==================== digit_entry_flat
Fig. 1: digit_entry_flat, M3 wires
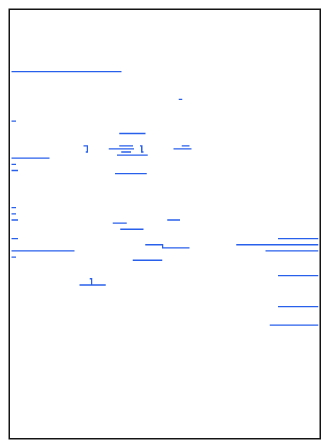

## src/rtl/calc_pkg.sv

```systemverilog
// Shared types and constants for keypad operand entry.
package calc_pkg;
  typedef enum logic [1:0] {
    EMPTY = 2'd0,
    ONE   = 2'd1,
    TWO   = 2'd2,
    ERR   = 2'd3
  } entry_state_t;

  localparam logic       DISP_DEC      = 1'b0;
  localparam logic       DISP_HEX      = 1'b1;
  localparam logic [3:0] DEC_MAX_DIGIT = 4'd9;
endpackage

```

## src/rtl/digit_entry_if.sv

```systemverilog
// Keypad-side strobes and committed operand / echo outputs.
interface digit_entry_if #(
  parameter int WIDTH = 6
);
  logic             display_mode;
  logic             digit_valid;
  logic [3:0]       digit_value;
  logic             neg_toggle;
  logic             enter;
  logic             clear;
  logic [WIDTH-1:0] data;
  logic             data_valid;
  logic [3:0]       digit0;
  logic [3:0]       digit1;
  logic             is_negative;
  logic             error;

  modport master (
    output display_mode, digit_valid, digit_value,
    output neg_toggle, enter, clear,
    input  data, data_valid, digit0, digit1,
    input  is_negative, error
  );

  modport slave (
    input  display_mode, digit_valid, digit_value,
    input  neg_toggle, enter, clear,
    output data, data_valid, digit0, digit1,
    output is_negative, error
  );
endinterface

```

## src/rtl/entry_magnitude.sv

```systemverilog
// Two-digit magnitude (decimal or hex) and signed range check.
module entry_magnitude
  import calc_pkg::*;
#(
  parameter int WIDTH = 6
) (
  input  logic [3:0] digit0,
  input  logic [3:0] digit1,
  input  logic       mode,
  input  logic       neg,
  output logic [7:0] magnitude,
  output logic       in_range
);
  localparam logic [8:0] POS_LIM = 9'((1 << (WIDTH-1)) - 1);
  localparam logic [8:0] NEG_LIM = 9'(1 << (WIDTH-1));

  always_comb begin
    magnitude = {digit1, digit0};
    if (mode == DISP_DEC)
      magnitude = 8'(digit1) * 8'd10 + 8'(digit0);
  end

  assign in_range = {1'b0, magnitude} <= (neg ? NEG_LIM : POS_LIM);
endmodule

```

## src/rtl/digit_entry.sv

```systemverilog
// Keypad digit assembly into a signed operand with range check.
// Build option DIGIT_ENTRY_SATURATE_EN clamps out-of-range commits.
module digit_entry
  import calc_pkg::*;
#(
  parameter int WIDTH = 6
) (
  input logic         clk,
  input logic         reset,
  digit_entry_if.slave bus
);
  entry_state_t st;
  logic         mode_q;
  logic [7:0]   magnitude;
  logic         in_range;
  logic [7:0]   commit;
  logic         eff_mode;
  logic         illegal;

  entry_magnitude #(.WIDTH(WIDTH)) u_mag (
    .digit0    (bus.digit0),
    .digit1    (bus.digit1),
    .mode      (mode_q),
    .neg       (bus.is_negative),
    .magnitude (magnitude),
    .in_range  (in_range)
  );

  assign commit = bus.is_negative ? 8'd0 - magnitude
                                  : magnitude;

  // the mode is only taken from the keypad on the first digit
  assign eff_mode = (st == EMPTY) ? bus.display_mode : mode_q;
  assign illegal  = (eff_mode == DISP_DEC) &&
                    (bus.digit_value > DEC_MAX_DIGIT);

`ifdef DIGIT_ENTRY_SATURATE_EN
  localparam logic [WIDTH-1:0] POS_SAT =
    {1'b0, {(WIDTH-1){1'b1}}};
  localparam logic [WIDTH-1:0] NEG_SAT =
    {1'b1, {(WIDTH-1){1'b0}}};
`endif

  always_ff @(posedge clk) begin
    if (reset) begin
      st              <= EMPTY;
      mode_q          <= DISP_DEC;
      bus.data        <= '0;
      bus.data_valid  <= 1'b0;
      bus.digit0      <= 4'd0;
      bus.digit1      <= 4'd0;
      bus.is_negative <= 1'b0;
      bus.error       <= 1'b0;
    end else begin
      bus.data_valid <= 1'b0;
      if (bus.clear) begin
        st              <= EMPTY;
        bus.digit0      <= 4'd0;
        bus.digit1      <= 4'd0;
        bus.is_negative <= 1'b0;
        bus.error       <= 1'b0;
      end else if (bus.enter) begin
        if (st != ERR) begin
          if (in_range) begin
            bus.data        <= WIDTH'(commit);
            bus.data_valid  <= 1'b1;
            st              <= EMPTY;
            bus.digit0      <= 4'd0;
            bus.digit1      <= 4'd0;
            bus.is_negative <= 1'b0;
          end else begin
`ifdef DIGIT_ENTRY_SATURATE_EN
            bus.data        <= bus.is_negative ? NEG_SAT
                                               : POS_SAT;
            bus.data_valid  <= 1'b1;
            st              <= EMPTY;
            bus.digit0      <= 4'd0;
            bus.digit1      <= 4'd0;
            bus.is_negative <= 1'b0;
`else
            st        <= ERR;
            bus.error <= 1'b1;
`endif
          end
        end
      end else if (st != ERR) begin
        if (bus.neg_toggle)
          bus.is_negative <= ~bus.is_negative;
        if (bus.digit_valid) begin
          if (illegal || st == TWO) begin
            st        <= ERR;
            bus.error <= 1'b1;
          end else if (st == EMPTY) begin
            st         <= ONE;
            mode_q     <= bus.display_mode;
            bus.digit0 <= bus.digit_value;
          end else begin
            st         <= TWO;
            bus.digit1 <= bus.digit0;
            bus.digit0 <= bus.digit_value;
          end
        end
      end
    end
  end
endmodule

```

## src/flat_wrapper.sv

```systemverilog
// flat-port wrapper written by rule: the top's interface ports become plain ports
module digit_entry_flat import calc_pkg::*;
#(
  parameter int WIDTH = 6
)
  (clk, reset, bus_display_mode, bus_digit_valid, bus_digit_value, bus_neg_toggle, bus_enter, bus_clear, bus_data, bus_data_valid, bus_digit0, bus_digit1, bus_is_negative, bus_error);
  digit_entry_if #(.WIDTH(WIDTH)) bus_i ();
  input logic clk;
  input logic reset;
  input wire logic [$bits(bus_i.display_mode)-1:0] bus_display_mode;
  input wire logic [$bits(bus_i.digit_valid)-1:0] bus_digit_valid;
  input wire logic [$bits(bus_i.digit_value)-1:0] bus_digit_value;
  input wire logic [$bits(bus_i.neg_toggle)-1:0] bus_neg_toggle;
  input wire logic [$bits(bus_i.enter)-1:0] bus_enter;
  input wire logic [$bits(bus_i.clear)-1:0] bus_clear;
  output wire logic [$bits(bus_i.data)-1:0] bus_data;
  output wire logic [$bits(bus_i.data_valid)-1:0] bus_data_valid;
  output wire logic [$bits(bus_i.digit0)-1:0] bus_digit0;
  output wire logic [$bits(bus_i.digit1)-1:0] bus_digit1;
  output wire logic [$bits(bus_i.is_negative)-1:0] bus_is_negative;
  output wire logic [$bits(bus_i.error)-1:0] bus_error;
  assign bus_i.display_mode = bus_display_mode;
  assign bus_i.digit_valid = bus_digit_valid;
  assign bus_i.digit_value = bus_digit_value;
  assign bus_i.neg_toggle = bus_neg_toggle;
  assign bus_i.enter = bus_enter;
  assign bus_i.clear = bus_clear;
  assign bus_data = bus_i.data;
  assign bus_data_valid = bus_i.data_valid;
  assign bus_digit0 = bus_i.digit0;
  assign bus_digit1 = bus_i.digit1;
  assign bus_is_negative = bus_i.is_negative;
  assign bus_error = bus_i.error;
  digit_entry #(.WIDTH(WIDTH)) u_core (.clk(clk), .reset(reset), .bus(bus_i));
endmodule
```

## config.mk

```make
export PLATFORM = sky130hd
export DESIGN_NAME = digit_entry_flat
export DESIGN_NICKNAME = d
export VERILOG_FILES = /design/src/rtl/calc_pkg.sv /design/src/rtl/digit_entry_if.sv /design/src/rtl/entry_magnitude.sv /design/src/rtl/digit_entry.sv /design/src/flat_wrapper.sv
export SDC_FILE = /design/constraint.sdc
export NUM_CORES = 1
export LEC_CHECK = 0
export CAP_MARGIN = 20
export CORE_ASPECT_RATIO = 1.5
export CORE_MARGIN = 8
export CORE_UTILIZATION = 38
export DETAILED_ROUTE_END_ITERATION = 16
export PLACE_DENSITY = 0.72
export SETUP_SLACK_MARGIN = 0.05
export SLEW_MARGIN = 20
export SYNTH_ARGS = -nofsm -noshare
export SYNTH_HDL_FRONTEND = slang
export SYNTH_SLANG_ARGS = --single-unit
```

## constraint.sdc

```tcl
create_clock -name clk -period 4.1 [get_ports clk]
set_clock_uncertainty 0.1 [all_clocks]
set_input_delay 0.82 -clock clk [delete_from_list [all_inputs] [get_ports clk]]
set_output_delay 0.82 -clock clk [all_outputs]
set_load 0.005 [all_outputs]
```

==================== pc_seq_unit
===== config.mk =====
export PLATFORM = sky130hd
export DESIGN_NAME = pc_seq_unit
export DESIGN_NICKNAME = d
export VERILOG_FILES = /design/src/rtl/pc_seq_unit.sv
export SDC_FILE = /design/constraint.sdc
export NUM_CORES = 1
export LEC_CHECK = 0
export ABC_AREA = 1
export CAP_MARGIN = 10
export CORE_UTILIZATION = 50
export CTS_CLUSTER_SIZE = 12
export DETAILED_ROUTE_END_ITERATION = 8
export GPL_TIMING_DRIVEN = 0
export PLACE_DENSITY = 0.9
export SYNTH_ARGS = -nofsm -noshare
export SYNTH_HDL_FRONTEND = slang
export SYNTH_SLANG_ARGS = --single-unit

===== constraint.sdc =====
create_clock -name clk -period 4.5 [get_ports clk]
set_clock_uncertainty 0.15 [all_clocks]
set_input_delay 0.675 -clock clk [delete_from_list [all_inputs] [get_ports clk]]
set_output_delay 0.675 -clock clk [all_outputs]
set_load 0.01 [all_outputs]

===== src/rtl/pc_seq_unit.sv =====
// Program sequencer: PC register with flag-conditioned absolute/relative branches,
// halt/stall control and an optional call/return stack (enabled by PC_SEQ_STACK_EN).
module pc_seq_unit #(
  parameter int D = 12,
  parameter int S = 4,
  parameter logic [D-1:0] RESET_PC = '0
) (
  input  logic                   clk,
  input  logic                   reset,
  input  logic                   stall,
  input  logic                   halt,
  input  logic                   absBranch,
  input  logic                   relBranch,
  input  logic                   branchInvert,
  input  logic                   branchFlag,
  input  logic                   flagNgtv,
  input  logic                   flagZero,
  input  logic                   call,
  input  logic                   ret,
  input  logic [D-1:0]           target,
  output logic [D-1:0]           progCtr,
  output logic                   done,
  output logic [$clog2(S+1)-1:0] depth,
  output logic                   stackErr
);

  localparam int DW = $clog2(S + 1);

  logic [D-1:0]  pcReg, pcNext, pcInc;
  logic          doneReg, doneNext;
  logic          cond;

`ifdef PC_SEQ_STACK_EN
  localparam int AW = (S > 1) ? $clog2(S) : 1;
  localparam logic [DW-1:0] FULL = DW'(S);

  logic [DW-1:0] depthReg, depthNext;
  logic          errReg, errNext;
  logic          push;
  logic [AW-1:0] pushIdx, topIdx;
  logic [D-1:0]  stackMem [S];

  assign pushIdx = depthReg[AW-1:0];
  assign topIdx  = AW'(depthReg - 1'b1);
`endif

  assign cond  = (branchFlag ? flagNgtv : flagZero) ^ branchInvert;
  assign pcInc = pcReg + 1'b1;

  always_comb begin
    pcNext    = pcReg;
    doneNext  = doneReg;
`ifdef PC_SEQ_STACK_EN
    depthNext = depthReg;
    errNext   = errReg;
    push      = 1'b0;
`endif
    // A halted sequencer and a stalled one both hold every register.
    if (!doneReg && !stall) begin
      if (halt) begin
        doneNext = 1'b1;
      end else if (ret) begin
`ifdef PC_SEQ_STACK_EN
        if (depthReg != '0) begin
          pcNext    = stackMem[topIdx];
          depthNext = depthReg - 1'b1;
        end else begin
          errNext  = 1'b1;
          doneNext = 1'b1;
        end
`else
        pcNext = pcInc;
`endif
      end else if (call) begin
`ifdef PC_SEQ_STACK_EN
        if (depthReg != FULL) begin
          push      = 1'b1;
          depthNext = depthReg + 1'b1;
          pcNext    = target;
        end else begin
          errNext  = 1'b1;
          doneNext = 1'b1;
        end
`else
        pcNext = target;
`endif
      end else if (absBranch) begin
        pcNext = cond ? target : pcInc;
      end else if (relBranch) begin
        // Offset is two's complement; D-bit addition wraps modulo 2^D.
        pcNext = cond ? (pcReg + target) : pcInc;
      end else begin
        pcNext = pcInc;
      end
    end
  end

  always_ff @(posedge clk) begin
    if (reset) begin
      pcReg   <= RESET_PC;
      doneReg <= 1'b0;
`ifdef PC_SEQ_STACK_EN
      depthReg <= '0;
      errReg   <= 1'b0;
`endif
    end else begin
      pcReg   <= pcNext;
      doneReg <= doneNext;
`ifdef PC_SEQ_STACK_EN
      depthReg <= depthNext;
      errReg   <= errNext;
`endif
    end
  end

`ifdef PC_SEQ_STACK_EN
  // Stack entries carry no reset; occupancy alone defines validity.
  for (genvar gi = 0; gi < S; gi++) begin : gStack
    always_ff @(posedge clk) begin
      if (push && (pushIdx == AW'(gi))) begin
        stackMem[gi] <= pcInc;
      end
    end
  end

  assign depth    = depthReg;
  assign stackErr = errReg;
`else
  assign depth    = '0;
  assign stackErr = 1'b0;
`endif

  assign progCtr = pcReg;
  assign done    = doneReg;

endmodule


Fig. 2: digit_entry_flat, signal wires on met1
Scale bar: 20 microns. Supply wires on this layer in grey.
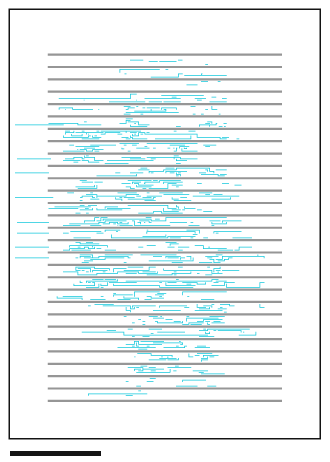
nets with wire on the layer	218
share of all routed wire	42%
wire length on this layer	1610 microns
main direction	horizontal
longest straight run	18.9 microns

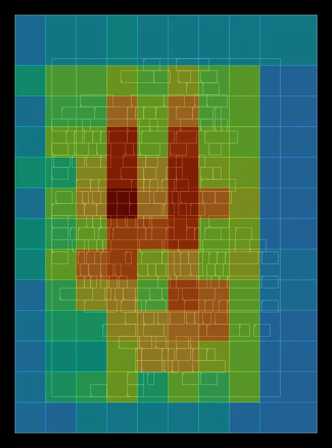
Fig. 3. Routing congestion (digit_entry_flat).
met1 global-route usage: 13.4%
Final Util: 48.6%
most crowded layer after global routing: met2

Notes on Fig. 1 above:
nets with wire on the layer	30
share of all routed wire	4.9%
main direction	horizontal
wire length on this layer	189 microns
longest straight run	23.9 microns

==> GITHUB_STEP_SUMMARY, digit_entry_flat <==
### Flow metrics

| Metric | Value |
|---|---|
| Die area | about 6400 sq um |
| Worst R2R Start | u_core.bus.digit1[3]$_SDFFE_PP0P_ |
| Synth cell count leaders | dfxtp_1 (20), o21ai_0 (17), a21oi_1 (15) |
| P_comb | 57.3 uW |
| Met2 Resource Use GR | 22.2% |
| Regs by FF count | u_core.bus.data x6, u_core.bus.digit0 x4, u_core.bus.digit1 x4 |
| Met3 Use GR | approximately 2.7% |
| Final Max Tran Viols | 0 |
| Max VDD drop | 0.000190 V |
| Non-clock buffer count | 30 |
| Overall Power | just over 400 uW |
| Worst reg2reg endpoint | u_core.bus.data[5]$_SDFFE_PP0P_ |
| Top Layout Cells | clkdlybuf4s50_1 (27), dfxtp_1 (20), o21ai_0 (16) |
| CP required | 4220 ps |
| Hold Slack | approximately 370 ps |
| Highest metal layer with signal wires | met4 |
| Setup-failing EPs final | 0 |
| Slew @ Worst Pin | 830 ps |
| Clk cell area share | roughly 2.9% |
| Grt ovf | 0 |
| Pre-antenna DRT Iters | 4 |
| Clock-pin slew on the worst setup and hold paths | ~80 ps |
| Post-CTS setup buffers | 0 |
| Hold-fix buffers at CTS | 0 |
| Final hold vios | 0 |
| Wire length on met1 | about 1600 microns |
| Status | finished, final reports clean |
| Hold Crit Endpoint | u_core.bus.error$_SDFFE_PP0P_ |
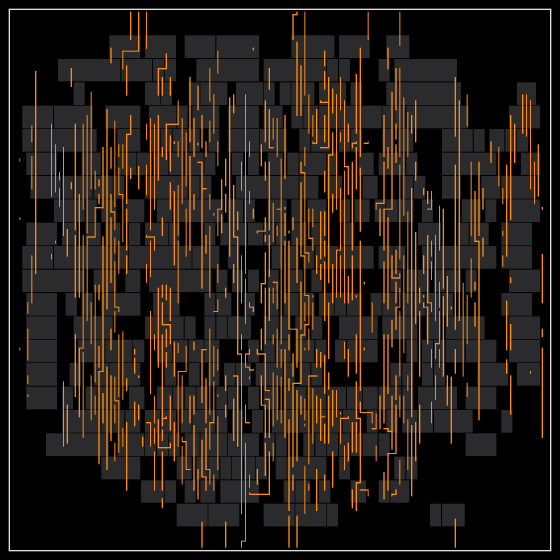
Fig. 4. Met2 routing (pc_seq_unit).
main direction	vertical
longest straight run	26.5 microns
wire length on this layer	2300 microns
nets with wire on the layer	316

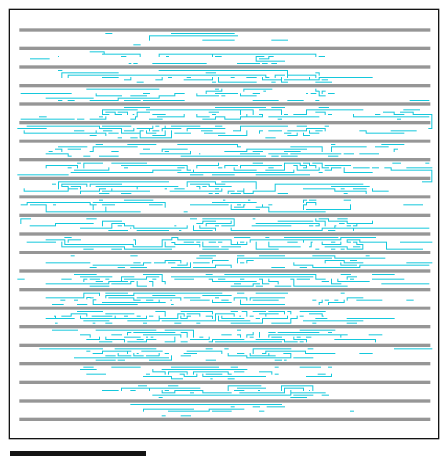
Fig. 5. Signal wires on met1 (pc_seq_unit).
Scale bar: 20 microns. Supply wires on this layer in grey.
longest straight run	29.0 microns
share of all routed wire	46%
nets with wire on the layer	341
wire length on this layer	2320 microns
main direction	horizontal

==> GITHUB_STEP_SUMMARY, pc_seq_unit <==
### Flow metrics

| Metric | Value |
|---|---|
| Routed WL | 4990 microns |
| FP Util | between 50% and 60% |
| Setup-failing EPs final | 0 |
| Setup crit end | progCtr[6]$_SDFFE_PP0P_ |
| Routed met3 length | 285 microns |
| Simple-Gate Fraction of Synth Area | 43.1% |
| Max VDD drop | 0.000151 V |
| TritonCTS clock tree | built |
| Non-clock buffer count | ~42 |
| Largest cell class | logic gates |
| Critical path depth | 12 |
| Inverters | around 44 |
| Placed Cells | roughly 390 |
| TritonCTS buffer count | 3 |
| Dominant synthesized flop cell | dfxtp_1 |
| Yosys aoi share | around 18% |
| Grt ovf | 0 |
| Drt wl/cell | 12.5 microns |
| Well Taps | 46 |
| Status | finished, final reports clean |
| TNS Setup | 0 ps |
| CTS sink cnt | 13 |
| P_clk | approximately 100 uW |
| Final Util | around 67% |

## Gallery

Signal metal coverage by tile.
image #1
13 x 13 tiles, from dark blue (low) to red (high), scaled to the fullest tile. Values are wire area over tile area, all layers added.
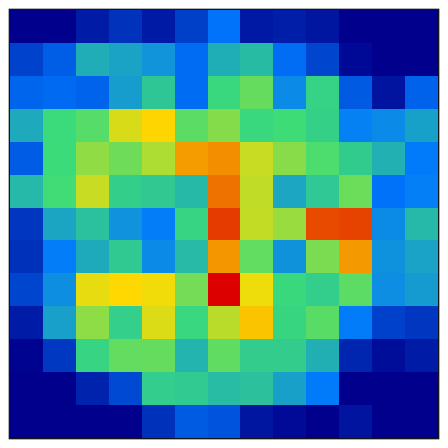
image #2
14 x 19 tiles, from dark blue (low) to red (high), scaled to the fullest tile. Values are wire area over tile area, all layers added.
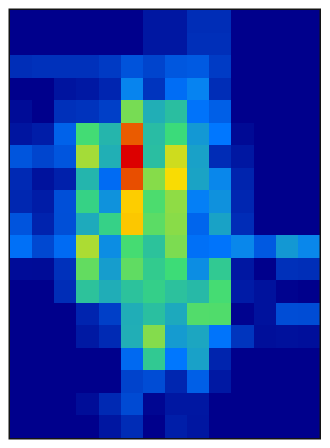
pc_seq_unit -> image #1
digit_entry_flat -> image #2

Key to image #1:
emptiest ninth of the die	south-east
nearly empty tiles	12%
fullest tile	0.58
tiles over half the peak	26%


Power figures rest on the tool's default switching activity, not on a simulated workload.
